=== design 1 ===
==> design_1/pinout.png <==
Bar = 50 um. Pins as bars across the die edge, other pins in grey.
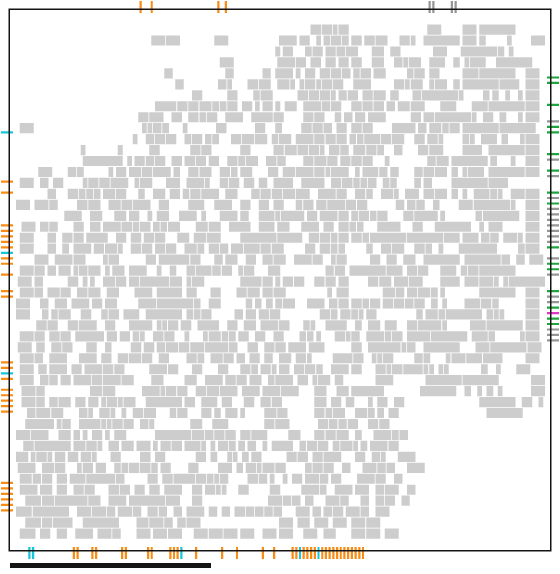
==> design_1/closeup.png <==
Region (91, 91) to (111, 111) um. Cells in grey, sequential cells in the stronger grey; small squares are vias.
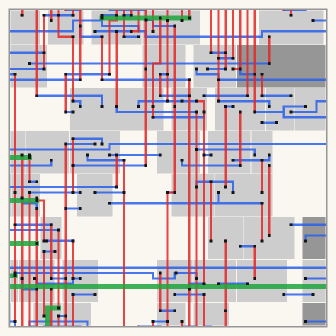
==> design_1/util_map.png <==
The die is cut into 13 by 13 equal tiles; white is low, dark blue is high, 0 to 100% covered.
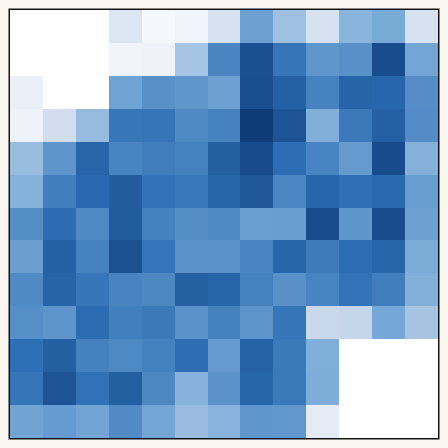
==> src/rtl/checksum_pkg.sv <==
// Shared definitions for the streaming ones'-complement checksum block:
// checksum width, FSM state encoding and the end-around-carry adder.
package checksum_pkg;

  localparam int CSUM_W = 16;

  typedef enum logic [1:0] {
    ACC  = 2'd0,
    FOLD = 2'd1,
    OUT  = 2'd2
  } state_t;

  // 16-bit ones'-complement addition: the carry out of bit 15 is added back
  // in at bit 0. A second carry is impossible (max 0xFFFE + 1).
  function automatic logic [CSUM_W-1:0] ones_add16(input logic [CSUM_W-1:0] a,
                                                   input logic [CSUM_W-1:0] b);
    logic [CSUM_W:0] s;
    s = {1'b0, a} + {1'b0, b};
    return s[CSUM_W-1:0] + {{(CSUM_W-1){1'b0}}, s[CSUM_W]};
  endfunction

endpackage

==> src/rtl/csum_lane_adder.sv <==
// Combinational byte masking and 16-bit lane reduction for one stream beat.
// Bytes with a cleared keep bit are zeroed, then all DATA_W/16 lanes are
// summed with end-around carry into a single 16-bit partial sum.
module csum_lane_adder
  import checksum_pkg::*;
#(
  parameter int DATA_W = 64
) (
  input  logic [DATA_W-1:0]   data,
  input  logic [DATA_W/8-1:0] keep,
  output logic [CSUM_W-1:0]   lane_sum
);

  localparam int BYTES = DATA_W / 8;
  localparam int LANES = DATA_W / 16;

  logic [DATA_W-1:0] masked;

  // Zero every byte not qualified by its keep bit.
  always_comb begin
    masked = '0;
    for (int j = 0; j < BYTES; j++) begin
      masked[8*j +: 8] = keep[j] ? data[8*j +: 8] : 8'h00;
    end
  end

  // Fold all lanes together; lane order is irrelevant to the result.
  always_comb begin
    lane_sum = '0;
    for (int k = 0; k < LANES; k++) begin
      lane_sum = ones_add16(lane_sum, masked[16*k +: 16]);
    end
  end

endmodule

==> src/rtl/stream_checksum.sv <==
// Streaming Internet-style checksum: accumulates a packet beat by beat,
// folds to 16 bits and presents ~sum on a valid/ready result port.
// Optional feature: define STREAM_CHECKSUM_VERIFY_EN to add m_ok, which
// flags a packet whose ones'-complement sum is 0xFFFF (checksum verifies).
module stream_checksum
  import checksum_pkg::*;
#(
  parameter int DATA_W  = 64,
  parameter int SEED_EN = 1
) (
  input  logic                clk,
  input  logic                rst,
  input  logic                s_valid,
  output logic                s_ready,
  input  logic [DATA_W-1:0]   s_data,
  input  logic [DATA_W/8-1:0] s_keep,
  input  logic                s_last,
  input  logic [CSUM_W-1:0]   s_seed,
  output logic                m_valid,
  input  logic                m_ready,
  output logic [CSUM_W-1:0]   m_checksum
`ifdef STREAM_CHECKSUM_VERIFY_EN
  ,
  output logic                m_ok
`endif
);

  state_t            state, state_nxt;
  logic [CSUM_W-1:0] acc;
  logic [CSUM_W-1:0] acc_base;
  logic [CSUM_W-1:0] lane_sum;
  logic              first_beat;
  logic              beat_acc;

  csum_lane_adder #(.DATA_W(DATA_W)) u_lanes (
    .data     (s_data),
    .keep     (s_keep),
    .lane_sum (lane_sum)
  );

  // Handshake outputs depend on state only, so no input-to-output path.
  assign s_ready  = (state == ACC);
  assign m_valid  = (state == OUT);
  assign beat_acc = s_valid && s_ready;

  // A new packet starts from the seed (or zero) instead of the old total.
  assign acc_base = first_beat ? ((SEED_EN != 0) ? s_seed : '0) : acc;

  // FSM state register.
  always_ff @(posedge clk or posedge rst) begin
    if (rst) begin
      state <= ACC;
    end else begin
      state <= state_nxt;
    end
  end

  // FSM next-state decode.
  always_comb begin
    state_nxt = state;
    case (state)
      ACC:     if (beat_acc && s_last) state_nxt = FOLD;
      FOLD:    state_nxt = OUT;
      OUT:     if (m_ready) state_nxt = ACC;
      default: state_nxt = ACC;
    endcase
  end

  // Running sum and packet-start flag, updated on every accepted beat.
  always_ff @(posedge clk or posedge rst) begin
    if (rst) begin
      acc        <= '0;
      first_beat <= 1'b1;
    end else if (beat_acc) begin
      acc        <= ones_add16(acc_base, lane_sum);
      first_beat <= s_last;
    end
  end

`ifdef STREAM_CHECKSUM_VERIFY_EN
  // Result registers, loaded once in FOLD and held through OUT.
  always_ff @(posedge clk or posedge rst) begin
    if (rst) begin
      m_checksum <= '0;
      m_ok       <= 1'b0;
    end else if (state == FOLD) begin
      m_checksum <= ~acc;
      m_ok       <= (acc == 16'hFFFF);
    end
  end
`else
  // Result register, loaded once in FOLD and held through OUT.
  always_ff @(posedge clk or posedge rst) begin
    if (rst) begin
      m_checksum <= '0;
    end else if (state == FOLD) begin
      m_checksum <= ~acc;
    end
  end
`endif

endmodule
==> config.mk <==
export PLATFORM = sky130hd
export DESIGN_NAME = stream_checksum
export DESIGN_NICKNAME = d
export VERILOG_FILES = /design/src/rtl/checksum_pkg.sv /design/src/rtl/csum_lane_adder.sv /design/src/rtl/stream_checksum.sv
export SDC_FILE = /design/constraint.sdc
export NUM_CORES = 1
export LEC_CHECK = 0
export CAP_MARGIN = 10
export CELL_PAD_IN_SITES_DETAIL_PLACEMENT = 0
export CELL_PAD_IN_SITES_GLOBAL_PLACEMENT = 1
export CORE_UTILIZATION = 35
export CTS_BUF_LIST = sky130_fd_sc_hd__clkbuf_4 sky130_fd_sc_hd__clkbuf_8
export DETAILED_ROUTE_END_ITERATION = 7
export PLACE_DENSITY = 0.78
export SYNTH_ARGS = -nofsm -noshare
export SYNTH_HDL_FRONTEND = slang
export SYNTH_SLANG_ARGS = --single-unit
==> constraint.sdc <==
create_clock -name clk -period 5.3 [get_ports clk]
set_clock_uncertainty 0.1 [all_clocks]
set_input_delay 0.53 -clock clk [delete_from_list [all_inputs] [get_ports clk]]
set_output_delay 0.53 -clock clk [all_outputs]
set_load 0.005 [all_outputs]
==> CHANGELOG.md <==
### Metrics

* Crit-path max cell delay at 0.39 ns
* DPL Wire Length at between 15,000 and 20,000 um
* Routed Antenna Nets at 0
* Worst Setup EP: acc[15]
* Mi-comb count at 704
* Unrepaired setup endpoints after global routing: yes
* R2R Setup Slk at 0.92 ns
* Place WS at -5.98 ns
* Reg2Reg Depth at 20
* CP Buf/Inv Count at 6
* Worst slew margin at 34.5%
* Area grow syn2layout at 67.1%
* TritonCTS clock tree: yes
* Starting DRC count in detailed routing at 225
* Comb gate area at 0.00556 mm^2
* Storage element area at 877 um^2
* TritonCTS Buffers at 5
* Site Rows at 47
* Cell internal pwr at roughly 3 mW
* Post-synth top cells: 80 x nand2_1, 73 x ha_1, 72 x and2_1
* Largest net degree at the start of global routing at 36
* Hold depth at 2
* CP endpoint kind: flop
* Part of the power in registers at between 9 and 10%
* Fillers at 1,542
* Transition time at the pin with the least slew margin at between 0.9 and 1 ns
* Total negative slack at -76.53 ns
* Tap cells at roughly 220
* Leading cell kind: multi-input combinational cells
* Non-clock buffer share at 32.2%
* Multi-input combinational area share at 54.5%
* Final Net Count at between 1,000 and 1,500
* Post-synthesis async set-or-reset flop share at 100%
* Synth Seq Share at between 10% and 20%
* Avg Inst Size Synth at 7.77 um^2
* Sw Ratio at 43.3%
* Yosys adder share at between 15 and 20%
* Run status: complete, but fails checks
* Heaviest power group: combinational logic
* R2R Path Start: first_beat
* Yosys xor share at 14.0%
* Synth unique cells at 72
* Worst vdd ir at 0.344 mV
* Critical hold path startpoint: m_checksum[9]
* CTS Root Cell: clkbuf_8
* Post-synth area hogs: ha_1 15%, dfrtp_1 14%, xnor2_1 8.6%, and2_1 7.4%, o21ai_0 5.4%
* Final worst slack at -5.04 ns
* CP startpoint kind: input pin
* Failing checks: negative setup slack
* Total grt overflow at 0
* CTS sink cnt at 35
* Syn Std Cell Area at 0.00610 mm^2
* Yosys warns at 0
* CP arrival at 10.43 ns
* Final tally of setup violations at 16
* Clk buf depth at 2
* Most used flip-flop cell: dfrtp_1
* Via/cell ratio at 4.99
* RePlAce Congestion at 0.900
* Top comb family, area: simple AND/OR/NAND/NOR gates
* CP required at between 5 and 6 ns
Notes on design_1/pinout.png above:
colour	port	pins	direction	edge
cyan	s_keep	8	input	5 bottom, 3 left
green	m_checksum	16	output	right
magenta	clk	1	input	right
orange	s_data	64	input	34 bottom, 26 left, 4 top
all pins by edge	39 bottom, 35 right, 29 left, 8 top
die width: 134 um
port bufs: 110

Notes on design_1/closeup.png above:
colour	layer
red	M2
green	M3
blue	M1
netlist names of flops here include	acc (1)
cells with their middle in the window	36
sequential cells in the window	1
most frequent	buf_4 (7), xor2_1 (3)

Notes on design_1/util_map.png above:
mean over tiles	55%
fullest tile	95%
nearly empty tiles	10%
tiles over 75% full	23%
emptiest ninth of the die	top left
final design utilization: 60.6%
Core Box Area: 0.0168 mm^2
initial core utilization: 36.3%

[state kept, by name (all words and copies together) (netlist names)]
signal and cells:
m_checksum 16, acc 16, first_beat 1, state 2
[timing repair]
| action | CTS | global route |
|---|---|---|
| gates resized | 54 | 33 |
| endpoints found under the setup margin | 16 | 16 |
| pin swaps | 55 | 37 |
| setup buffers | 36 | 8 |
[per-layer routing]
metal,share of wire [%],GRT usage [%],vias up
met5,0,0,-
met4,2.1,5.37,0
met3,2.7,0.945,31
met2,49,37.7,144
met1,46,27.2,3169
li1,-,-,3620

=== design 2 ===
==> design_2/ff_map.png <==
Bar = 50 um. Other sequential cells in the stronger grey, the rest of the logic in the fainter grey.
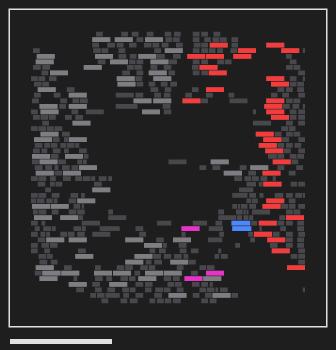
==> design_2/placed.png <==
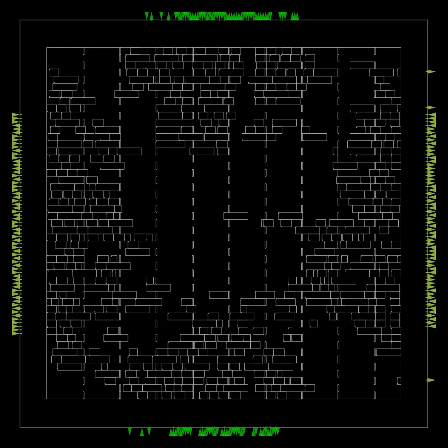
==> design_2/pinout.png <==
Bar = 50 um. Pins as bars across the die edge, other pins in grey.
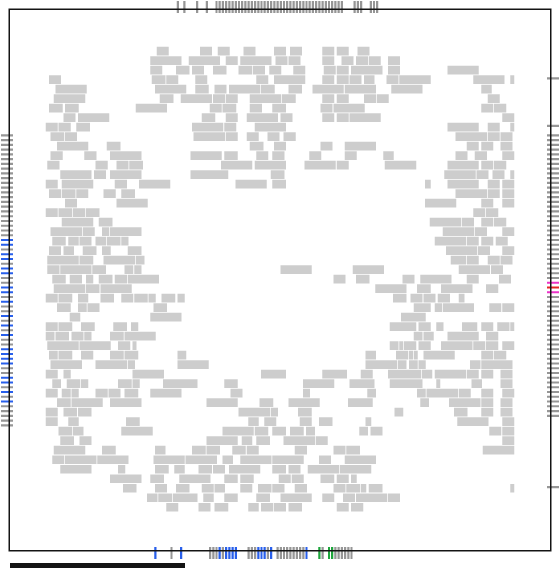
[src/rtl/ahb_cmd_master_if.sv]
// ahb_cmd_master_if: command/response handshake plus AHB-Lite master bus.
// The master modport is the block's view; slave is the command source and bus slave.
interface ahb_cmd_master_if;
   logic        cmd_vld;
   logic        cmd_rdy;
   logic        cmd_write;
   logic [31:0] cmd_addr;
   logic [2:0]  cmd_size;
   logic [31:0] cmd_wdata;
   logic        rsp_vld;
   logic [31:0] rsp_rdata;
   logic        rsp_err;
   logic [31:0] haddr;
   logic [1:0]  htrans;
   logic        hwrite;
   logic [2:0]  hsize;
   logic [3:0]  hprot;
   logic [31:0] hwdata;
   logic [31:0] hrdata;
   logic        hready;
   logic [1:0]  hresp;

   modport master (
      input  cmd_vld, cmd_write, cmd_addr, cmd_size, cmd_wdata, hrdata, hready, hresp,
      output cmd_rdy, rsp_vld, rsp_rdata, rsp_err, haddr, htrans, hwrite, hsize, hprot, hwdata
   );

   modport slave (
      output cmd_vld, cmd_write, cmd_addr, cmd_size, cmd_wdata, hrdata, hready, hresp,
      input  cmd_rdy, rsp_vld, rsp_rdata, rsp_err, haddr, htrans, hwrite, hsize, hprot, hwdata
   );
endinterface

[src/rtl/ahb_cmd_master.sv]
// ahb_cmd_master: issues one AHB-Lite NONSEQ transfer per accepted command and
// rejects misaligned or oversized commands locally without touching the bus.
module ahb_cmd_master #(
   parameter logic [3:0] HPROT_VAL = 4'b0011
) (
   input logic              hclk,
   input logic              hrst_b,
   ahb_cmd_master_if.master bus
);
   typedef enum logic [1:0] {IDLE, ADDR, DATA, RESP} state_e;

   state_e      state_q, state_d;
   logic [31:0] haddr_q, haddr_d;
   logic [31:0] wdata_q, wdata_d;
   logic [31:0] rdata_q, rdata_d;
   logic [2:0]  hsize_q, hsize_d;
   logic        hwrite_q, hwrite_d;
   logic        err_q, err_d;
   logic        bad_cmd;
   logic        bus_err;

   assign bad_cmd = (bus.cmd_size > 3'd2) ||
                    (bus.cmd_size == 3'd1 && bus.cmd_addr[0]) ||
                    (bus.cmd_size == 3'd2 && bus.cmd_addr[1:0] != 2'b00);
   assign bus_err = bus.hresp != 2'b00;

   always_comb begin
      state_d  = state_q;
      haddr_d  = haddr_q;
      wdata_d  = wdata_q;
      rdata_d  = rdata_q;
      hsize_d  = hsize_q;
      hwrite_d = hwrite_q;
      err_d    = err_q;
      unique case (state_q)
         IDLE: if (bus.cmd_vld) begin
            haddr_d  = bus.cmd_addr;
            wdata_d  = bus.cmd_wdata;
            hsize_d  = bus.cmd_size;
            hwrite_d = bus.cmd_write;
            state_d  = bad_cmd ? RESP : ADDR;
            if (bad_cmd) begin
               err_d   = 1'b1;
               rdata_d = '0;
            end
         end
         ADDR: state_d = bus.hready ? DATA : ADDR;
         // Response fields only change on the edge into RESP so they hold until the next one.
         DATA: if (bus.hready) begin
            state_d = RESP;
            err_d   = bus_err;
            rdata_d = (!hwrite_q && !bus_err) ? bus.hrdata : '0;
         end
         RESP: state_d = IDLE;
      endcase
   end

   always_ff @(posedge hclk or negedge hrst_b) begin
      if (!hrst_b) begin
         state_q  <= IDLE;
         haddr_q  <= '0;
         wdata_q  <= '0;
         rdata_q  <= '0;
         hsize_q  <= '0;
         hwrite_q <= 1'b0;
         err_q    <= 1'b0;
      end else begin
         state_q  <= state_d;
         haddr_q  <= haddr_d;
         wdata_q  <= wdata_d;
         rdata_q  <= rdata_d;
         hsize_q  <= hsize_d;
         hwrite_q <= hwrite_d;
         err_q    <= err_d;
      end
   end

   assign bus.cmd_rdy   = state_q == IDLE;
   assign bus.rsp_vld   = state_q == RESP;
   assign bus.rsp_rdata = rdata_q;
   assign bus.rsp_err   = err_q;
   assign bus.htrans    = (state_q == ADDR) ? 2'b10 : 2'b00;
   assign bus.haddr     = haddr_q;
   assign bus.hwrite    = hwrite_q;
   assign bus.hsize     = hsize_q;
   assign bus.hprot     = HPROT_VAL;
   assign bus.hwdata    = (state_q == DATA) ? wdata_q : '0;
endmodule

[src/flat_wrapper.sv]
// flat-port wrapper written by rule: the top's interface ports become plain ports
module ahb_cmd_master_flat 
#(
   parameter logic [3:0] HPROT_VAL = 4'b0011
)
  (hclk, hrst_b, bus_cmd_vld, bus_cmd_write, bus_cmd_addr, bus_cmd_size, bus_cmd_wdata, bus_hrdata, bus_hready, bus_hresp, bus_cmd_rdy, bus_rsp_vld, bus_rsp_rdata, bus_rsp_err, bus_haddr, bus_htrans, bus_hwrite, bus_hsize, bus_hprot, bus_hwdata);
  ahb_cmd_master_if bus_i ();
  input logic hclk;
  input logic hrst_b;
  input wire logic [$bits(bus_i.cmd_vld)-1:0] bus_cmd_vld;
  input wire logic [$bits(bus_i.cmd_write)-1:0] bus_cmd_write;
  input wire logic [$bits(bus_i.cmd_addr)-1:0] bus_cmd_addr;
  input wire logic [$bits(bus_i.cmd_size)-1:0] bus_cmd_size;
  input wire logic [$bits(bus_i.cmd_wdata)-1:0] bus_cmd_wdata;
  input wire logic [$bits(bus_i.hrdata)-1:0] bus_hrdata;
  input wire logic [$bits(bus_i.hready)-1:0] bus_hready;
  input wire logic [$bits(bus_i.hresp)-1:0] bus_hresp;
  output wire logic [$bits(bus_i.cmd_rdy)-1:0] bus_cmd_rdy;
  output wire logic [$bits(bus_i.rsp_vld)-1:0] bus_rsp_vld;
  output wire logic [$bits(bus_i.rsp_rdata)-1:0] bus_rsp_rdata;
  output wire logic [$bits(bus_i.rsp_err)-1:0] bus_rsp_err;
  output wire logic [$bits(bus_i.haddr)-1:0] bus_haddr;
  output wire logic [$bits(bus_i.htrans)-1:0] bus_htrans;
  output wire logic [$bits(bus_i.hwrite)-1:0] bus_hwrite;
  output wire logic [$bits(bus_i.hsize)-1:0] bus_hsize;
  output wire logic [$bits(bus_i.hprot)-1:0] bus_hprot;
  output wire logic [$bits(bus_i.hwdata)-1:0] bus_hwdata;
  assign bus_i.cmd_vld = bus_cmd_vld;
  assign bus_i.cmd_write = bus_cmd_write;
  assign bus_i.cmd_addr = bus_cmd_addr;
  assign bus_i.cmd_size = bus_cmd_size;
  assign bus_i.cmd_wdata = bus_cmd_wdata;
  assign bus_i.hrdata = bus_hrdata;
  assign bus_i.hready = bus_hready;
  assign bus_i.hresp = bus_hresp;
  assign bus_cmd_rdy = bus_i.cmd_rdy;
  assign bus_rsp_vld = bus_i.rsp_vld;
  assign bus_rsp_rdata = bus_i.rsp_rdata;
  assign bus_rsp_err = bus_i.rsp_err;
  assign bus_haddr = bus_i.haddr;
  assign bus_htrans = bus_i.htrans;
  assign bus_hwrite = bus_i.hwrite;
  assign bus_hsize = bus_i.hsize;
  assign bus_hprot = bus_i.hprot;
  assign bus_hwdata = bus_i.hwdata;
  ahb_cmd_master #(.HPROT_VAL(HPROT_VAL)) u_core (.hclk(hclk), .hrst_b(hrst_b), .bus(bus_i));
endmodule
[config.mk]
export PLATFORM = sky130hd
export DESIGN_NAME = ahb_cmd_master_flat
export DESIGN_NICKNAME = d
export VERILOG_FILES = /design/src/rtl/ahb_cmd_master_if.sv /design/src/rtl/ahb_cmd_master.sv /design/src/flat_wrapper.sv
export SDC_FILE = /design/constraint.sdc
export NUM_CORES = 1
export LEC_CHECK = 0
export ABC_CLOCK_PERIOD_IN_PS = 2900
export CAP_MARGIN = 20
export CORE_MARGIN = 10
export CORE_UTILIZATION = 23
export CTS_CLUSTER_SIZE = 25
export DETAILED_ROUTE_END_ITERATION = 10
export SETUP_SLACK_MARGIN = 0.5
export SLEW_MARGIN = 20
export SYNTH_ARGS = -nofsm -noshare
export SYNTH_HDL_FRONTEND = slang
export SYNTH_SLANG_ARGS = --single-unit
[constraint.sdc]
create_clock -name hclk -period 2.9 [get_ports hclk]
set_input_delay 0.87 -clock hclk [delete_from_list [all_inputs] [get_ports hclk]]
set_output_delay 0.87 -clock hclk [all_outputs]
set_load 0.03 [all_outputs]
==> CHANGELOG.md <==
### Metrics

* Worst slew margin at approximately 66%
* Hold buffers post-CTS at 0
* Buffers, non-clock at 224
* Seq power at 2.28 mW
* Most area-hungry cell type in the Yosys netlist: dfrtp_1
* Yosys warns at 0
* Multi-input combinational area share at between 20% and 30%
* Clock network area share at 4.27%
* Part of the power in registers at roughly 32%
* Avg Inst Size Synth at 14.8 um^2
* R2R Setup Slk at 0.99 ns
* Routed Antenna Nets at 0
* Combinational power share at 50.7%
* DPL Wire Length at around 9800 um
* Heaviest power group: combinational logic
* Final worst slack at between 0.5 and 0.6 ns
* CP endpoint kind: primary output
* Storage element area at 0.00258 mm^2
* Setup bufs post-CTS at 4
* TritonCTS Buffers at 9
* Leading cell kind: sequential cells
* WL/cell at roughly 18 um
* Site Rows at 49
* Leak at 2.98 nW
* Worst-path fanout max at 16
* Number of max-cap violations at 0
* Run status: finished clean
* Placed insts at around 710
* Worst vdd ir at about 0.46 mV
* CP arrival at 1.53 ns
* Power share of the clock group at between 15 and 20%
* Fin. max-slew vios at 0
* Top comb family, area: multiplexers
* Place WS at 0.292 ns
* Reg2Reg Depth at 6
* Core Box Area at 0.0179 mm^2
Notes on design_2/ff_map.png above:
colour	netlist name	placed flops
magenta	u_core.bus.hsize	3
blue	u_core.state_q	2
red	u_core.bus.rsp_rdata	32
not coloured	66

Notes on design_2/placed.png above:
final design utilization: 39.0%
fillers: 1,693
sequential cell area share: 37.0%
Flops: 103
fin cells: 729

Notes on design_2/pinout.png above:
colour	port	pins	direction	edge
green	bus_cmd_size	3	input	bottom
magenta	bus_hresp	2	input	right
blue	bus_hwdata	32	output	20 left, 12 bottom
red	bus_hwrite	1	output	right
all pins by edge	63 right, 62 left, 50 top, 40 bottom
die y size: 155 um
port bufs: 209
die width: 155 um

## registers in the layout (all words and copies together) (netlist names)
name / count
u_core.wdata_q: 32
u_core.bus.rsp_err: 1
u_core.bus.hwrite: 1
u_core.state_q: 2
u_core.bus.hsize: 3
u_core.bus.haddr: 32
u_core.bus.rsp_rdata: 32
## routing by layer
metal	vias to the layer above	share of wire (%)	track usage (%)
met2	142	47	17.3
met3	10	12	6.79
li1	1405	-	-
met5	-	0	0
met1	1508	40	12.1
met4	0	1.1	2.70

=== design 3 ===
==> design_3/sizing.png <==
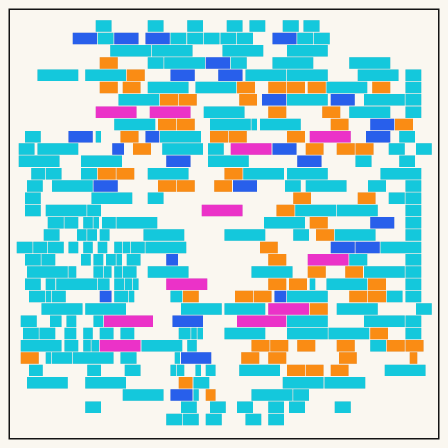
==> design_3/placed.png <==
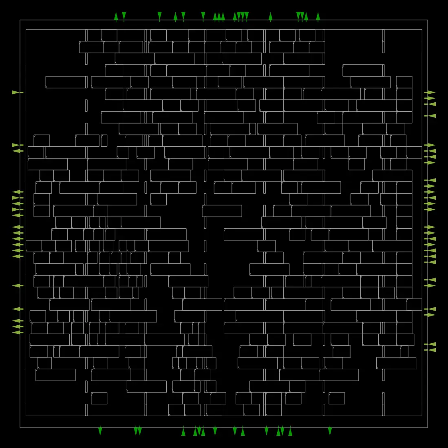
==> config.mk <==
export PLATFORM = sky130hd
export DESIGN_NAME = idex_skid_stage
export DESIGN_NICKNAME = d
export VERILOG_FILES = /design/src/rtl/idex_pkg.sv /design/src/rtl/pipe_entry_reg.sv /design/src/rtl/idex_skid_stage.sv
export SDC_FILE = /design/constraint.sdc
export NUM_CORES = 1
export LEC_CHECK = 0
export CAP_MARGIN = 0
export CORE_UTILIZATION = 40
export CTS_BUF_LIST = sky130_fd_sc_hd__clkbuf_16
export CTS_CLUSTER_DIAMETER = 150
export DETAILED_ROUTE_END_ITERATION = 8
export PLACE_DENSITY = 0.69
export RECOVER_POWER = 50
export SLEW_MARGIN = 40
export SYNTH_ARGS = -nofsm -noshare
export SYNTH_HDL_FRONTEND = slang
export SYNTH_SLANG_ARGS = --single-unit
==> constraint.sdc <==
create_clock -name clk -period 4 [get_ports clk]
set_input_delay 0.4 -clock clk [delete_from_list [all_inputs] [get_ports clk]]
set_output_delay 0.4 -clock clk [all_outputs]
set_load 0.02 [all_outputs]
==> src/rtl/idex_pkg.sv <==
// Shared types and default widths for the ID->EX skid stage.
// Occupancy states, default payload widths and the default-width entry layout.
package idex_pkg;

  localparam int PC_W    = 12;
  localparam int INSTR_W = 12;
  localparam int SET_W   = 4;
  localparam int CNT_W   = 16;

  typedef enum logic [1:0] {
    EMPTY = 2'd0,
    BUSY  = 2'd1,
    FULL  = 2'd2
  } state_t;

  typedef struct packed {
    logic [PC_W-1:0]    pc;
    logic [INSTR_W-1:0] instr;
    logic [SET_W-1:0]   set;
  } entry_t;

endpackage

==> src/rtl/pipe_entry_reg.sv <==
// Single payload register with load enable; clears to zero on async reset.
module pipe_entry_reg #(
  parameter int W = 28
) (
  input  logic         clk,
  input  logic         rst,
  input  logic         load,
  input  logic [W-1:0] d,
  output logic [W-1:0] q
);

  // NOTE: sequential state uses non-blocking assignments so every register samples pre-edge values.
  always_ff @(posedge clk or negedge rst) begin
    if (!rst) begin
      q <= '0;
    end else if (load) begin
      q <= d;
    end
  end

endmodule

==> src/rtl/idex_skid_stage.sv <==
// ID->EX boundary: valid/ready handshake over a main + skid register pair,
// with synchronous flush and a saturating back-pressure cycle counter.
module idex_skid_stage #(
  parameter int PC_W    = idex_pkg::PC_W,
  parameter int INSTR_W = idex_pkg::INSTR_W,
  parameter int SET_W   = idex_pkg::SET_W,
  parameter int CNT_W   = idex_pkg::CNT_W
) (
  input  logic               clk,
  input  logic               rst,
  input  logic               flush,
  input  logic               in_valid,
  output logic               in_ready,
  input  logic [PC_W-1:0]    in_pc,
  input  logic [INSTR_W-1:0] in_instr,
  input  logic [SET_W-1:0]   in_set,
  output logic               out_valid,
  input  logic               out_ready,
  output logic [PC_W-1:0]    out_pc,
  output logic [INSTR_W-1:0] out_instr,
  output logic [SET_W-1:0]   out_set,
  output logic [CNT_W-1:0]   stall_cnt
);

  import idex_pkg::*;

  localparam int ENTRY_W = PC_W + INSTR_W + SET_W;

  state_t             state, state_next;
  logic               accept, deliver;
  logic               load_main, load_skid, main_from_skid;
  logic [ENTRY_W-1:0] in_entry, main_d, main_q, skid_q;

  // Both handshake outputs decode the registered state only, so in_ready
  // never depends combinationally on out_ready.
  assign in_ready  = (state != FULL);
  assign out_valid = (state != EMPTY);
  assign accept    = in_valid & in_ready;
  assign deliver   = out_valid & out_ready;

  assign in_entry = {in_pc, in_instr, in_set};
  assign main_d   = main_from_skid ? skid_q : in_entry;

  always_ff @(posedge clk or negedge rst) begin
    if (!rst) begin
      state <= EMPTY;
    end else begin
      state <= state_next;
    end
  end

  // NOTE: every always_comb output gets a default first, so no path can infer a latch.
  always_comb begin
    state_next     = state;
    load_main      = 1'b0;
    load_skid      = 1'b0;
    main_from_skid = 1'b0;
    if (flush) begin
      // Anything accepted this cycle is dropped; registers keep stale payload.
      state_next = EMPTY;
    end else begin
      unique case (state)
        EMPTY: begin
          if (accept) begin
            load_main  = 1'b1;
            state_next = BUSY;
          end
        end
        BUSY: begin
          if (accept && deliver) begin
            load_main = 1'b1;
          end else if (accept) begin
            load_skid  = 1'b1;
            state_next = FULL;
          end else if (deliver) begin
            state_next = EMPTY;
          end
        end
        FULL: begin
          if (deliver) begin
            load_main      = 1'b1;
            main_from_skid = 1'b1;
            state_next     = BUSY;
          end
        end
        default: state_next = EMPTY;
      endcase
    end
  end

  pipe_entry_reg #(.W(ENTRY_W)) u_main (
    .clk  (clk),
    .rst  (rst),
    .load (load_main),
    .d    (main_d),
    .q    (main_q)
  );

  pipe_entry_reg #(.W(ENTRY_W)) u_skid (
    .clk  (clk),
    .rst  (rst),
    .load (load_skid),
    .d    (in_entry),
    .q    (skid_q)
  );

  assign {out_pc, out_instr, out_set} = main_q;

  // Counts EX back-pressure cycles; sticks at all-ones and survives flush.
  always_ff @(posedge clk or negedge rst) begin
    if (!rst) begin
      stall_cnt <= '0;
    end else if (out_valid && !out_ready && (stall_cnt != {CNT_W{1'b1}})) begin
      stall_cnt <= stall_cnt + 1'b1;
    end
  end

endmodule

==> CHANGELOG.md <==
### Metrics

* Number of max-cap violations at 1
* Hold buffers post-CTS at 0
* Run status: complete, but fails checks
* CTS H-tree depth at 3
* Fin. max-slew vios at about 75
* WL/cell at 15.5 um
* TritonCTS clock tree: yes
* Die width at between 90 and 100 um
* WL met1 at approximately 3200 um
* Met2 wire len at roughly 3000 um
* Yosys reg bits at 74
* Failing checks: max-capacitance violations, max-slew violations
* Worst slew margin at -21.6%
* Clk buf depth at 2
* CP required at 4.20 ns
* Synth unique cells at 31
* CP endpoint kind: flop
Notes on design_3/sizing.png above:
colour	size	cells	share	most used
orange	x2	67	21%	mux2_2
magenta	x6 and larger	11	3.4%	clkbuf_16
blue	x3 and x4	28	8.6%	mux2_4
cyan	x1 and smaller	218	67%	dfrtp_1

Notes on design_3/placed.png above:
Site Rows: 33
Core Box Area: 0.00826 mm^2

worst register-to-register path, cell delays in order, from the launching register on:
cell	delay, ns
dfrtp_1	0.45
nand2b_4	0.19
nor3b_4	0.62
buf_4	0.37
mux2_2	0.36
mux2_4	0.27
through the flow:
stage          setup WS [ns]  cell area, um^2  cells  hold slack, ns  util (%)
2_1_floorplan           2.15             3440    237           0.104         -
3_3_place_gp            1.24             4300    413           0.480      52.0
3_5_place_dp            1.19             4300    413           0.472      52.1
4_1_cts                 1.54             4610    429           0.120      55.8
5_1_grt                 1.44             4610    429           0.508      55.8
6_report                1.54             4610    429           0.498      55.8

=== design 4 ===
==> design_4/util_map.png <==
The die is cut into 9 by 9 equal tiles; white is low, dark blue is high, 0 to 100% covered.
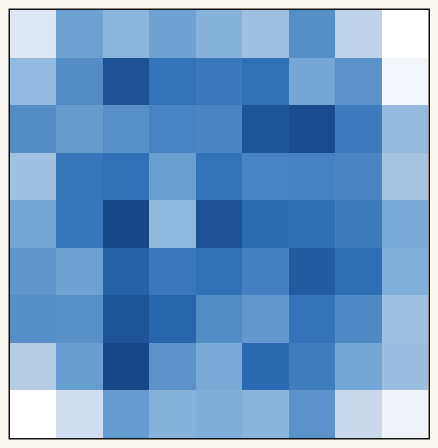
==> design_4/closeup.png <==
Region (56, 58) to (76, 78) um. Cells in grey, sequential cells in the stronger grey; small squares are vias.
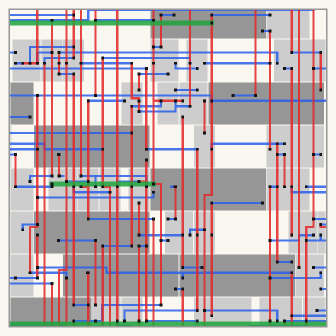
**config.mk**
```make
export PLATFORM = sky130hd
export DESIGN_NAME = jk_pattern_bank
export DESIGN_NICKNAME = d
export VERILOG_FILES = /design/src/rtl/jk_pattern_bank.sv
export SDC_FILE = /design/constraint.sdc
export NUM_CORES = 1
export LEC_CHECK = 0
export CAP_MARGIN = 20
export CORE_AREA = 2 2 86 88
export DETAILED_ROUTE_END_ITERATION = 10
export DIE_AREA = 0 0 88 90
export PLACE_DENSITY_LB_ADDON = 0.1
export SYNTH_ARGS = -nofsm -noshare
export SYNTH_HDL_FRONTEND = slang
export SYNTH_SLANG_ARGS = --single-unit
```
**constraint.sdc**
```tcl
create_clock -name clock -period 3.6 [get_ports clock]
set_clock_uncertainty 0.05 [all_clocks]
set_input_delay 0.36 -clock clock [delete_from_list [all_inputs] [get_ports clock]]
set_output_delay 0.36 -clock clock [all_outputs]
set_load 0.05 [all_outputs]
```
**src/rtl/jk_pattern_bank.sv**
```systemverilog
// rtl/jk_pattern_bank.sv - JK register bank with J/K pattern memory and playback sequencer
// Optional JK_TICK_DIV_EN: replaces the tick port with an internal TICK_DIV prescaler.
module jk_pattern_bank #(
  parameter  int WIDTH    = 10,
  parameter  int DEPTH    = 4,
  parameter  int TICK_DIV = 8,
  localparam int AW       = $clog2(DEPTH)
) (
  input  logic             clock,
  input  logic             clear,
  input  logic             preset,
  input  logic             wr_en,
  input  logic [AW-1:0]    wr_addr,
  input  logic [WIDTH-1:0] wr_j,
  input  logic [WIDTH-1:0] wr_k,
  input  logic             start,
  input  logic             loop,
  input  logic             tick,
  output logic             busy,
  output logic             done,
  output logic [AW-1:0]    ptr,
  output logic [WIDTH-1:0] q
);

  typedef enum logic [1:0] {
    ST_IDLE = 2'd0,
    ST_RUN  = 2'd1,
    ST_DONE = 2'd2
  } state_t;

  state_t           state_q, state_d;
  logic [AW-1:0]    ptr_q, ptr_d;
  logic             loop_q, loop_d;
  logic [WIDTH-1:0] q_q, q_d;
  logic [WIDTH-1:0] mem_j_q [DEPTH];
  logic [WIDTH-1:0] mem_j_d [DEPTH];
  logic [WIDTH-1:0] mem_k_q [DEPTH];
  logic [WIDTH-1:0] mem_k_d [DEPTH];

  logic             tick_eff;
  logic             apply;
  logic [WIDTH-1:0] cur_j;
  logic [WIDTH-1:0] cur_k;

`ifdef JK_TICK_DIV_EN
  localparam int CW = (TICK_DIV > 1) ? $clog2(TICK_DIV) : 1;

  logic [CW-1:0] div_q, div_d;
  logic          unused_tick;

  assign unused_tick = tick;

  // Counter idles at zero outside RUN so the first tick lands TICK_DIV cycles after busy rises.
  always_comb begin
    tick_eff = (state_q == ST_RUN) && (div_q == CW'(TICK_DIV - 1));
    div_d    = '0;
    if (state_q == ST_RUN && !tick_eff) begin
      div_d = div_q + CW'(1);
    end
  end

  always_ff @(posedge clock) begin
    if (clear) begin
      div_q <= '0;
    end else begin
      div_q <= div_d;
    end
  end
`else
  assign tick_eff = tick;
`endif

  // The applied entry is read from the registered memory, so a same-cycle write lands afterwards.
  assign cur_j = mem_j_q[ptr_q];
  assign cur_k = mem_k_q[ptr_q];
  assign apply = (state_q == ST_RUN) && tick_eff;

  always_comb begin
    state_d = state_q;
    ptr_d   = ptr_q;
    loop_d  = loop_q;
    q_d     = q_q;
    mem_j_d = mem_j_q;
    mem_k_d = mem_k_q;

    case (state_q)
      ST_IDLE: begin
        if (start) begin
          state_d = ST_RUN;
          ptr_d   = '0;
          loop_d  = loop;
        end
      end
      ST_RUN: begin
        if (tick_eff) begin
          if (ptr_q == AW'(DEPTH - 1)) begin
            ptr_d = '0;
            if (!loop_q) begin
              state_d = ST_DONE;
            end
          end else begin
            ptr_d = ptr_q + AW'(1);
          end
        end
      end
      ST_DONE: begin
        state_d = ST_IDLE;
      end
      default: begin
        state_d = ST_IDLE;
      end
    endcase

    if (preset) begin
      q_d = '1;
    end else if (apply) begin
      q_d = (cur_j & ~q_q) | (~cur_k & q_q);
    end

    if (wr_en) begin
      mem_j_d[wr_addr] = wr_j;
      mem_k_d[wr_addr] = wr_k;
    end
  end

  always_ff @(posedge clock) begin
    if (clear) begin
      state_q <= ST_IDLE;
      ptr_q   <= '0;
      loop_q  <= 1'b0;
      q_q     <= '0;
      for (int i = 0; i < DEPTH; i++) begin
        mem_j_q[i] <= '0;
        mem_k_q[i] <= '0;
      end
    end else begin
      state_q <= state_d;
      ptr_q   <= ptr_d;
      loop_q  <= loop_d;
      q_q     <= q_d;
      for (int i = 0; i < DEPTH; i++) begin
        mem_j_q[i] <= mem_j_d[i];
        mem_k_q[i] <= mem_k_d[i];
      end
    end
  end

  assign busy = (state_q == ST_RUN);
  assign done = (state_q == ST_DONE);
  assign ptr  = ptr_q;
  assign q    = q_q;

endmodule
```
==> CHANGELOG.md <==
### Metrics

* Most frequent cell after synthesis: nand2_1
* Floorplan Nets at 512
* Placed inst area at 0.00448 mm^2
* Cell area power density at 428 mW/mm^2
* Worst Hold End: mem_j_q[30]
* Most frequent cells in the layout: 161 x nand2_1, 94 x dfxtp_1, 82 x a21oi_1
* Log Warnings at 26
* Yosys warns at 0
* Post-synth area hogs: dfxtp_1 46%, nand2_1 15%, a21oi_1 10%, mux2i_1 5.4%, mux4_2 3.9%
* Site Rows at 31
* Die width at 88 um
* Power share of the clock group at 30.9%
* Core Box Area at approximately 0.007 mm^2
* Worst Setup EP: ptr[0]
* Most area-hungry cell type in the Yosys netlist: dfxtp_1
* Final Net Count at roughly 530
* Fin. Hold Viols at 0
* Largest type area fraction at 46.5%
* Part of the cycle the worst path needs at 71.8%
* Fmax at 387 MHz
* CP cell instances: clkdlybuf4s50_1
* Starting DRC count in detailed routing at about 240
* Run status: finished clean
* Combinational power share at 12.5%
* Clk pin slew, worst setup/hold paths at 0.09 ns
* Area grow syn2layout at 13.7%
* Transition time at the pin with the least slew margin at 0.991 ns
* Top comb family, area: simple AND/OR/NAND/NOR gates
* DR vias at 3,430
* Final design utilization at 66.2%
* Clk buf depth at 2
* Syn Std Cell Area at 0.00409 mm^2
* Cell internal pwr at approximately 1.4 mW
* CP required at 3.19 ns
* Ports at 43
* Number of max-cap violations at 0
* Placed insts at 591
* CP startpoint kind: flop
* Beginning of the critical path: ptr[0]
* Yosys reg bits at 95
* Crit path max-delay family: buffers and inverters
* Crit-path max cell delay at 0.95 ns
* Ys cells at 482
* Synth unique cells at 28
* Fin cells at between 600 and 700
* RePlAce Congestion at 0.748
* Die y size at 90 um
* Final Cell Area at roughly 0.0046 mm^2
* Total negative slack at 0 ns
* Switching Power at approximately 0.55 mW
* DRT Wirelength at 9680 um
* Post-synth top cells: 161 x nand2_1, 95 x dfxtp_1, 82 x a21oi_1
* TritonCTS Buffers at 9
* Pre-antenna DRT Iters at 4
## Picture notes: design_4/util_map.png
mean over tiles	57%
nearly empty tiles	2.5%
tiles over 75% full	15%
fullest tile	90%

## Picture notes: design_4/closeup.png
colour	layer
blue	M1
green	M3
red	M2
most frequent	nand2_1 (11), dfxtp_1 (8), a21oi_1 (6)
netlist names of flops here include	mem_k_q (8)
cells with their middle in the window	34
sequential cells in the window	8

[layer usage]
| metal | vias to the layer above | routed length, um | track usage (%) |
|---|---|---|---|
| li1 | 1696 | - | - |
| met1 | 1635 | 4140 | 33.6 |
| met2 | 84 | 4820 | 42.0 |
| met3 | 15 | 551 | 4.59 |
| met4 | 0 | 165 | 8.85 |
| met5 | - | 0 | 0 |
[final cells by class]
class                   instances  area (um^2)
fillers                       633         2370
multi-input cells             349         2000
flip-flops and latches         95         1900
repair buffers                 47          453
clock buffers                  11          131
well taps                      99          124
clock inverters                 5         35.0
inverters                       1         3.75

=== design 5 ===
### src/rtl/wb_regfile_pkg.sv
// Shared pipeline definitions for the MEM/WB consumer: default widths,
// the hardwired-zero register index and the write-back select encoding.
package wb_regfile_pkg;

    localparam int DW_DEF = 32;
    localparam int AW_DEF = 5;

    localparam logic [4:0] REG_ZERO = 5'd0;

    typedef enum logic {
        MEM2R_ALU = 1'b0,
        MEM2R_MEM = 1'b1
    } mem2r_e;

endpackage : wb_regfile_pkg

### src/rtl/wb_regfile_wb_mux.sv
// Write-back select: picks load data or the ALU result and flags whether
// the MEM/WB entry actually targets a writable register.
module wb_mux
    import wb_regfile_pkg::*;
#(
    parameter int DW = DW_DEF,
    parameter int AW = AW_DEF
) (
    input  logic          regw_i,
    input  logic          mem2r_i,
    input  logic [AW-1:0] rd_i,
    input  logic [DW-1:0] dm_out_i,
    input  logic [DW-1:0] alu_out_i,
    output logic [DW-1:0] wb_data_o,
    output logic          wb_valid_o
);

    // Data select and write qualification
    always_comb begin
        wb_data_o  = alu_out_i;
        wb_valid_o = regw_i & (rd_i != AW'(REG_ZERO));
        case (mem2r_e'(mem2r_i))
            MEM2R_MEM: wb_data_o = dm_out_i;
            MEM2R_ALU: wb_data_o = alu_out_i;
            default:   wb_data_o = alu_out_i;
        endcase
    end

endmodule : wb_mux

### src/rtl/wb_regfile.sv
// Write-back stage merged with the architectural register file: commits the
// selected MEM/WB result, serves two ID read ports plus a debug port.
module wb_regfile
    import wb_regfile_pkg::*;
#(
    parameter int DW     = DW_DEF,
    parameter int AW     = AW_DEF,
    parameter int BYPASS = 1,
    parameter int CW     = 32
) (
    input  logic          clk,
    input  logic          rst,
    input  logic          RegRegW,
    input  logic          RegMem2R,
    input  logic [AW-1:0] RegRd,
    input  logic [DW-1:0] RegDmOut,
    input  logic [DW-1:0] RegAluOut,
    input  logic [AW-1:0] RsAddr,
    input  logic [AW-1:0] RtAddr,
    output logic [DW-1:0] RsData,
    output logic [DW-1:0] RtData,
    output logic [DW-1:0] WbData,
    output logic          WbValid,
    input  logic [AW-1:0] DbgAddr,
    output logic [DW-1:0] DbgData,
    output logic [CW-1:0] WbCount
);

    localparam int NREG = 2 ** AW;

    logic [DW-1:0] wb_data_s;
    logic          wb_valid_s;
    logic [DW-1:0] regs_q [NREG];
    logic [DW-1:0] regs_d [NREG];
    logic [CW-1:0] cnt_q;
    logic [CW-1:0] cnt_d;
    logic [DW-1:0] rs_data_s;
    logic [DW-1:0] rt_data_s;
    logic [DW-1:0] dbg_data_s;

    wb_mux #(.DW(DW), .AW(AW)) u_wb_mux (
        .regw_i    (RegRegW),
        .mem2r_i   (RegMem2R),
        .rd_i      (RegRd),
        .dm_out_i  (RegDmOut),
        .alu_out_i (RegAluOut),
        .wb_data_o (wb_data_s),
        .wb_valid_o(wb_valid_s)
    );

    // Next-state for the register array and retired-write counter
    always_comb begin
        regs_d = regs_q;
        cnt_d  = cnt_q;
        if (wb_valid_s) begin
            regs_d[RegRd] = wb_data_s;
            cnt_d         = cnt_q + {{(CW-1){1'b0}}, 1'b1};
        end else begin
            regs_d = regs_q;
            cnt_d  = cnt_q;
        end
    end

    // Storage: async clear; entry 0 is never written so it stays zero
    always_ff @(posedge clk or negedge rst) begin
        if (!rst) begin
            regs_q <= '{default: '0};
            cnt_q  <= '0;
        end else begin
            regs_q <= regs_d;
            cnt_q  <= cnt_d;
        end
    end

    // Read ports: zero register first, then same-cycle bypass, then storage
    always_comb begin
        rs_data_s  = regs_q[RsAddr];
        rt_data_s  = regs_q[RtAddr];
        dbg_data_s = regs_q[DbgAddr];
        if (RsAddr == AW'(REG_ZERO)) begin
            rs_data_s = '0;
        end else if ((BYPASS != 0) && wb_valid_s && (RsAddr == RegRd)) begin
            rs_data_s = wb_data_s;
        end else begin
            rs_data_s = regs_q[RsAddr];
        end
        if (RtAddr == AW'(REG_ZERO)) begin
            rt_data_s = '0;
        end else if ((BYPASS != 0) && wb_valid_s && (RtAddr == RegRd)) begin
            rt_data_s = wb_data_s;
        end else begin
            rt_data_s = regs_q[RtAddr];
        end
        if (DbgAddr == AW'(REG_ZERO)) begin
            dbg_data_s = '0;
        end else begin
            dbg_data_s = regs_q[DbgAddr];
        end
    end

    assign RsData  = rs_data_s;
    assign RtData  = rt_data_s;
    assign DbgData = dbg_data_s;
    assign WbData  = wb_data_s;
    assign WbValid = wb_valid_s;
    assign WbCount = cnt_q;

endmodule : wb_regfile

### config.mk
export PLATFORM = sky130hd
export DESIGN_NAME = wb_regfile
export DESIGN_NICKNAME = d
export VERILOG_FILES = /design/src/rtl/wb_regfile_pkg.sv /design/src/rtl/wb_regfile_wb_mux.sv /design/src/rtl/wb_regfile.sv
export SDC_FILE = /design/constraint.sdc
export NUM_CORES = 2
export LEC_CHECK = 0
export CORE_MARGIN = 2
export CORE_UTILIZATION = 35
export DETAILED_ROUTE_END_ITERATION = 8
export PLACE_DENSITY = 0.61
export SKIP_CTS_REPAIR_TIMING = 1
export SLEW_MARGIN = 30
export SYNTH_ARGS = -nofsm -noshare
export SYNTH_HDL_FRONTEND = slang
export SYNTH_HIERARCHICAL = 1
export SYNTH_SLANG_ARGS = --single-unit
### constraint.sdc
create_clock -name clk -period 3.2 [get_ports clk]
set_clock_uncertainty 0.1 [all_clocks]
set_input_delay 0.64 -clock clk [delete_from_list [all_inputs] [get_ports clk]]
set_output_delay 0.64 -clock clk [all_outputs]
set_load 0.01 [all_outputs]
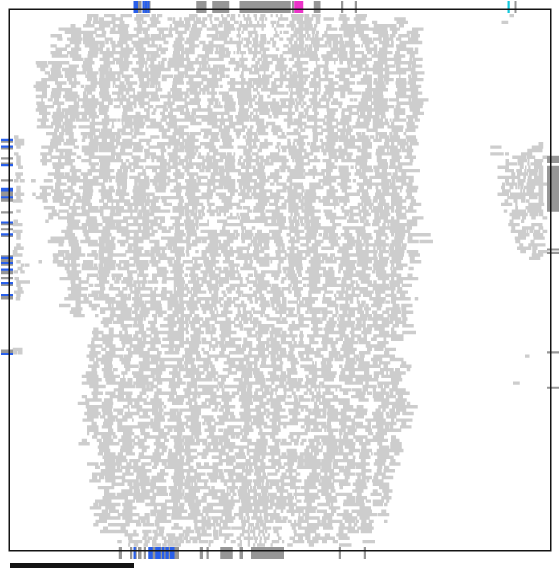
(design_5/pinout.png)
Bar = 100 um. Pins as bars across the die edge, other pins in grey.
colour	port	pins	direction	edge
cyan	clk	1	input	top
magenta	RegRd	5	input	top
blue	RegAluOut	32	input	14 left, 12 bottom, 6 top
port bufs: 248
die y size: 436 um
die width: 436 um

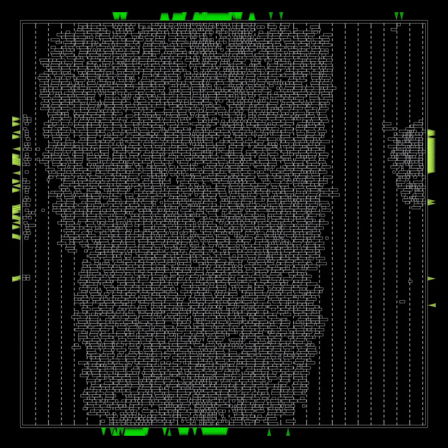
(design_5/placed.png)
tap cells: 2,480
Site Rows: 158
sequential cell area share: 30.9%
Core Box Area: 0.185 mm^2
final design utilization: 46.2%

[metrics by stage]
stage | cells | total power, mW | setup WS (ns) | hold WS, ns | area [um^2]
2_1_floorplan | 4318 | 26.9 | 0.0597 | 0.244 | 65200
3_3_place_gp | 7344 | 32.5 | -1.44 | 0.362 | 77100
3_5_place_dp | 7344 | 32.8 | -1.40 | 0.371 | 77100
4_1_cts | 7566 | 47.8 | -1.41 | -0.345 | 81300
5_1_grt | 7768 | 50.5 | -0.434 | 0.296 | 85600
6_report | 7773 | 48.9 | -0.434 | 0.271 | 85600
==> CHANGELOG.md <==
### Metrics

* Final tally of setup violations at 95
* Initial core utilization at 35.2%
* Flip-flops with a built-in enable at 0
* Largest type area fraction at 40.5%
* Routed Antenna Nets at 0
* Fillers at 16,031
* Fin. max-slew vios at 0
* CP arrival at 2.89 ns
* Met2 wire len at 124,000 um
* CTS Root Cell: clkbuf_16
* Yosys adder share at 0.0192%
* WL/cell at around 35 um
* First-pass GRT wire length at 370,000 um
* DRT Wirelength at 272,000 um
* Hold Path Class: input pin to asynchronous set/reset pin
* Number of max-cap violations at 0
* Crit-path max cell delay at ~0.50 ns
* Starting DRC count in detailed routing at 6,000
* Reg2Reg Depth at 6
* Beginning of the critical path: RsAddr[0]
* Failing checks: negative setup slack
* Mi-comb count at about 2,700
* Fin. Hold Viols at 0
* Cell area power density at between 500 and 600 mW/mm^2
* Run status: complete, but fails checks
* Yosys xor share at less than 1%
* Aoi share at ~3.8%
* TritonCTS clock tree: yes
* Critical path type: input pin to primary output
* Met3 Use GR at 6.92%
* Share of cells above drive strength 1 at roughly two thirds
* Most used flip-flop cell: dfrtp_1
* Clock net power at roughly 15 mW
* CP startpoint kind: input pin
* Buffers, non-clock at approximately 1,200
* Syn Std Cell Area at 0.0652 mm^2
* Final worst slack at -0.434 ns
* DR vias at 49,373
* GRT busiest layer: met2
* Final Net Count at 5,277
* Via/cell ratio at between 6 and 7
* Crit path max-delay family: buffers and inverters
* Clock buffer cells at 176
* CP cell instances: buf_16 > buf_16 > buf_16 > buf_12 > mux4_2 > nor2b_4 > a211oi_2 > buf_4 > a211oi_2 > a211o_1 > buf_2
* Synth unique cells at ~55
* Largest net degree at the start of global routing at ~120
* Heaviest power group: registers
* Avg Inst Size Synth at 15.1 um^2

=== design 6 ===
==> design_6/closeup.png <==
Region (22, 23) to (42, 43) um. Cells in grey, sequential cells in the stronger grey; small squares are vias.
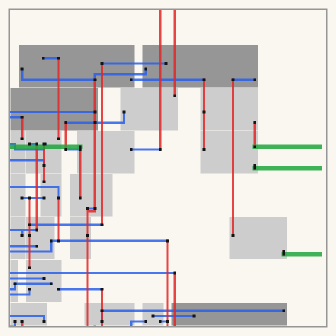
==> design_6/util_map.png <==
The die is cut into 8 by 9 equal tiles; white is low, dark blue is high, 0 to 100% covered.
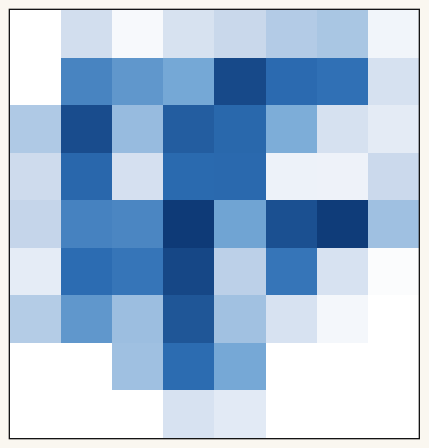
### config.mk
export PLATFORM = sky130hd
export DESIGN_NAME = arb_merge2_sync
export DESIGN_NICKNAME = d
export VERILOG_FILES = /design/src/rtl/arb_merge2_sync.sv
export SDC_FILE = /design/constraint.sdc
export NUM_CORES = 1
export LEC_CHECK = 0
export CAP_MARGIN = 20
export CORE_AREA = 2 2 40 42
export CTS_CLUSTER_DIAMETER = 60
export DETAILED_ROUTE_END_ITERATION = 7
export DIE_AREA = 0 0 42 44
export MAX_ROUTING_LAYER = met4
export PLACE_DENSITY = 0.65
export SYNTH_ARGS = -nofsm -noshare
export SYNTH_HDL_FRONTEND = slang
export SYNTH_SLANG_ARGS = --single-unit
### constraint.sdc
create_clock -name clk -period 6 [get_ports clk]
set_input_delay 1.8 -clock clk [delete_from_list [all_inputs] [get_ports clk]]
set_output_delay 1.8 -clock clk [all_outputs]
set_load 0.01 [all_outputs]
### src/rtl/arb_merge2_sync.sv
// Two-input round-robin arbiter merging drive/free token streams into one
// credit-limited drive/free stream with a one-hot source select.
module arb_merge2_sync #(
  parameter int CREDITS = 2,
  parameter int CW      = 4
) (
  input  logic       clk,
  input  logic       rst,
  input  logic [1:0] i_drive_2,
  output logic [1:0] o_free_2,
  output logic       o_driveNext,
  input  logic       i_freeNext,
  output logic [1:0] o_sel_2,
  output logic       o_err
);

  localparam logic [CW-1:0] CREDIT_MAX = CW'(CREDITS);

  logic [1:0]    pend;
  logic [CW-1:0] credit;
  logic          last_gnt;
  logic [1:0]    req;
  logic [1:0]    gnt;
  logic          any_gnt;
  logic          credit_full;
  logic          credit_inc;
  logic          err_set;
  logic [1:0]    pend_nxt;
  logic [CW-1:0] credit_nxt;

  always_comb begin
    req = pend & {2{credit != '0}};
    gnt = 2'b00;
    case (req)
      2'b01:   gnt = 2'b01;
      2'b10:   gnt = 2'b10;
      // last_gnt holds the index of the source granted most recently
      2'b11:   gnt = last_gnt ? 2'b01 : 2'b10;
      default: gnt = 2'b00;
    endcase
  end

  always_comb begin
    any_gnt     = |gnt;
    credit_full = (credit == CREDIT_MAX);
    // A free at full credit is only legal when a grant consumes one the same cycle
    credit_inc  = i_freeNext & ~(credit_full & ~any_gnt);
    err_set     = (i_freeNext & credit_full & ~any_gnt)
                | (|(i_drive_2 & pend & ~gnt));
    pend_nxt    = (pend & ~gnt) | i_drive_2;
    credit_nxt  = credit;
    case ({credit_inc, any_gnt})
      2'b10:   credit_nxt = credit + 1'b1;
      2'b01:   credit_nxt = credit - 1'b1;
      default: credit_nxt = credit;
    endcase
  end

  always_ff @(posedge clk) begin
    if (rst) begin
      pend        <= 2'b00;
      credit      <= CREDIT_MAX;
      last_gnt    <= 1'b1;
      o_driveNext <= 1'b0;
      o_sel_2     <= 2'b00;
      o_free_2    <= 2'b00;
      o_err       <= 1'b0;
    end else begin
      pend        <= pend_nxt;
      credit      <= credit_nxt;
      if (any_gnt) last_gnt <= gnt[1];
      o_driveNext <= any_gnt;
      o_sel_2     <= gnt;
      o_free_2    <= gnt;
      o_err       <= o_err | err_set;
    end
  end

endmodule

==> CHANGELOG.md <==
### Metrics

* Total negative slack at 0 ns
* Area grow syn2layout at 18.4%
* Most area-hungry cell type in the Yosys netlist: dfxtp_1
* Area fraction in mux cells at 5.29%
* Critical hold path startpoint: last_gnt
* Most used flip-flop cell: dfxtp_1
* Routed Antenna Nets at 0
* Run status: finished clean
* Met1 usage at around 15%
* WL met3 at 79 um
* CP endpoint kind: flop
* R2R Setup Slk at approximately 4 ns
* Met2 wire len at 471 um
* Cells after synthesis at 70
* Most frequent cells in the layout: 11 x dfxtp_1, 10 x clkdlybuf4s50_1, 9 x nor2_1
* Via/cell ratio at around 5.6
* Flip-flops with a built-in enable at 0
* Setup bufs post-CTS at 0
* Fmax at 271 MHz
* Cell area power density at 327 mW/mm^2
* Ports at 11
* Clk pin slew, worst setup/hold paths at 0.06 ns
Notes on design_6/closeup.png above:
colour	layer
green	M3
red	M2
blue	M1
most frequent	clkdlybuf4s50_1 (5), nor2_1 (4), dfxtp_1 (4)
netlist names of flops here include	o_sel_2 (2)
sequential cells in the window	4
cells with their middle in the window	20

Notes on design_6/util_map.png above:
densest ninth of the die	middle
emptiest ninth of the die	bottom right
nearly empty tiles	21%
tiles over 75% full	21%
fullest tile	96%
mean over tiles	37%
Core Box Area: 0.00142 mm^2
initial core utilization: 41.7%
final design utilization: 49.4%

==> sequential cells by signal, indices dropped and copies added (netlist names) <==
name and flops:
o_sel_2 2, pend 2, last_gnt 1, credit 4, o_err 1, o_driveNext 1
==> worst max-delay path, stage by stage <==
cell	delay, ns
clkdlybuf4s50_1	0.60
or4_4	0.60
nand2_1	0.08
ha_1	0.20
nand4b_1	0.13
o211ai_2	0.11
mux2_1	0.33
==> final cells by class <==
type | count | area [um^2]
Timing Repair Buffer | 10 | 100
Multi-Input combinational cell | 52 | 334
Tap cell | 16 | 20.0
Sequential cell | 11 | 220
Clock buffer | 4 | 26.3
Fill cell | 141 | 718


==> screenshots <==
Placed standard cells.
Plate I
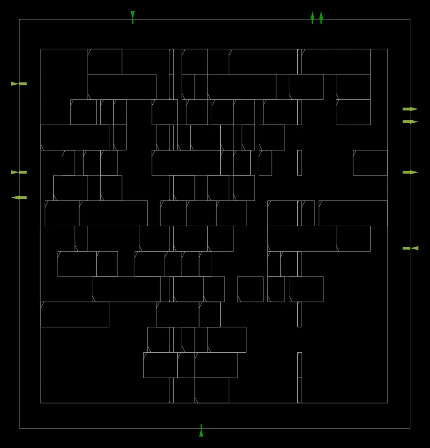
Plate II
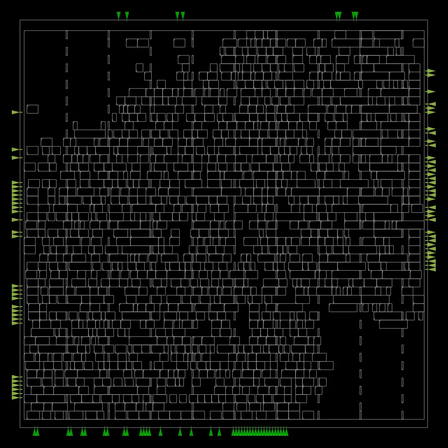
Plate III
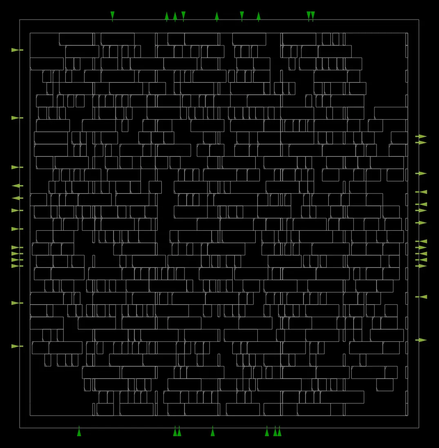
Of these, lowest utilization: Plate I
Of these, fewest cells: Plate I
| from | picture |
|---|---|
| design 6 | Plate I |
| design 1 | Plate II |
| design 4 | Plate III |

Power and IR drop assume default switching activity.
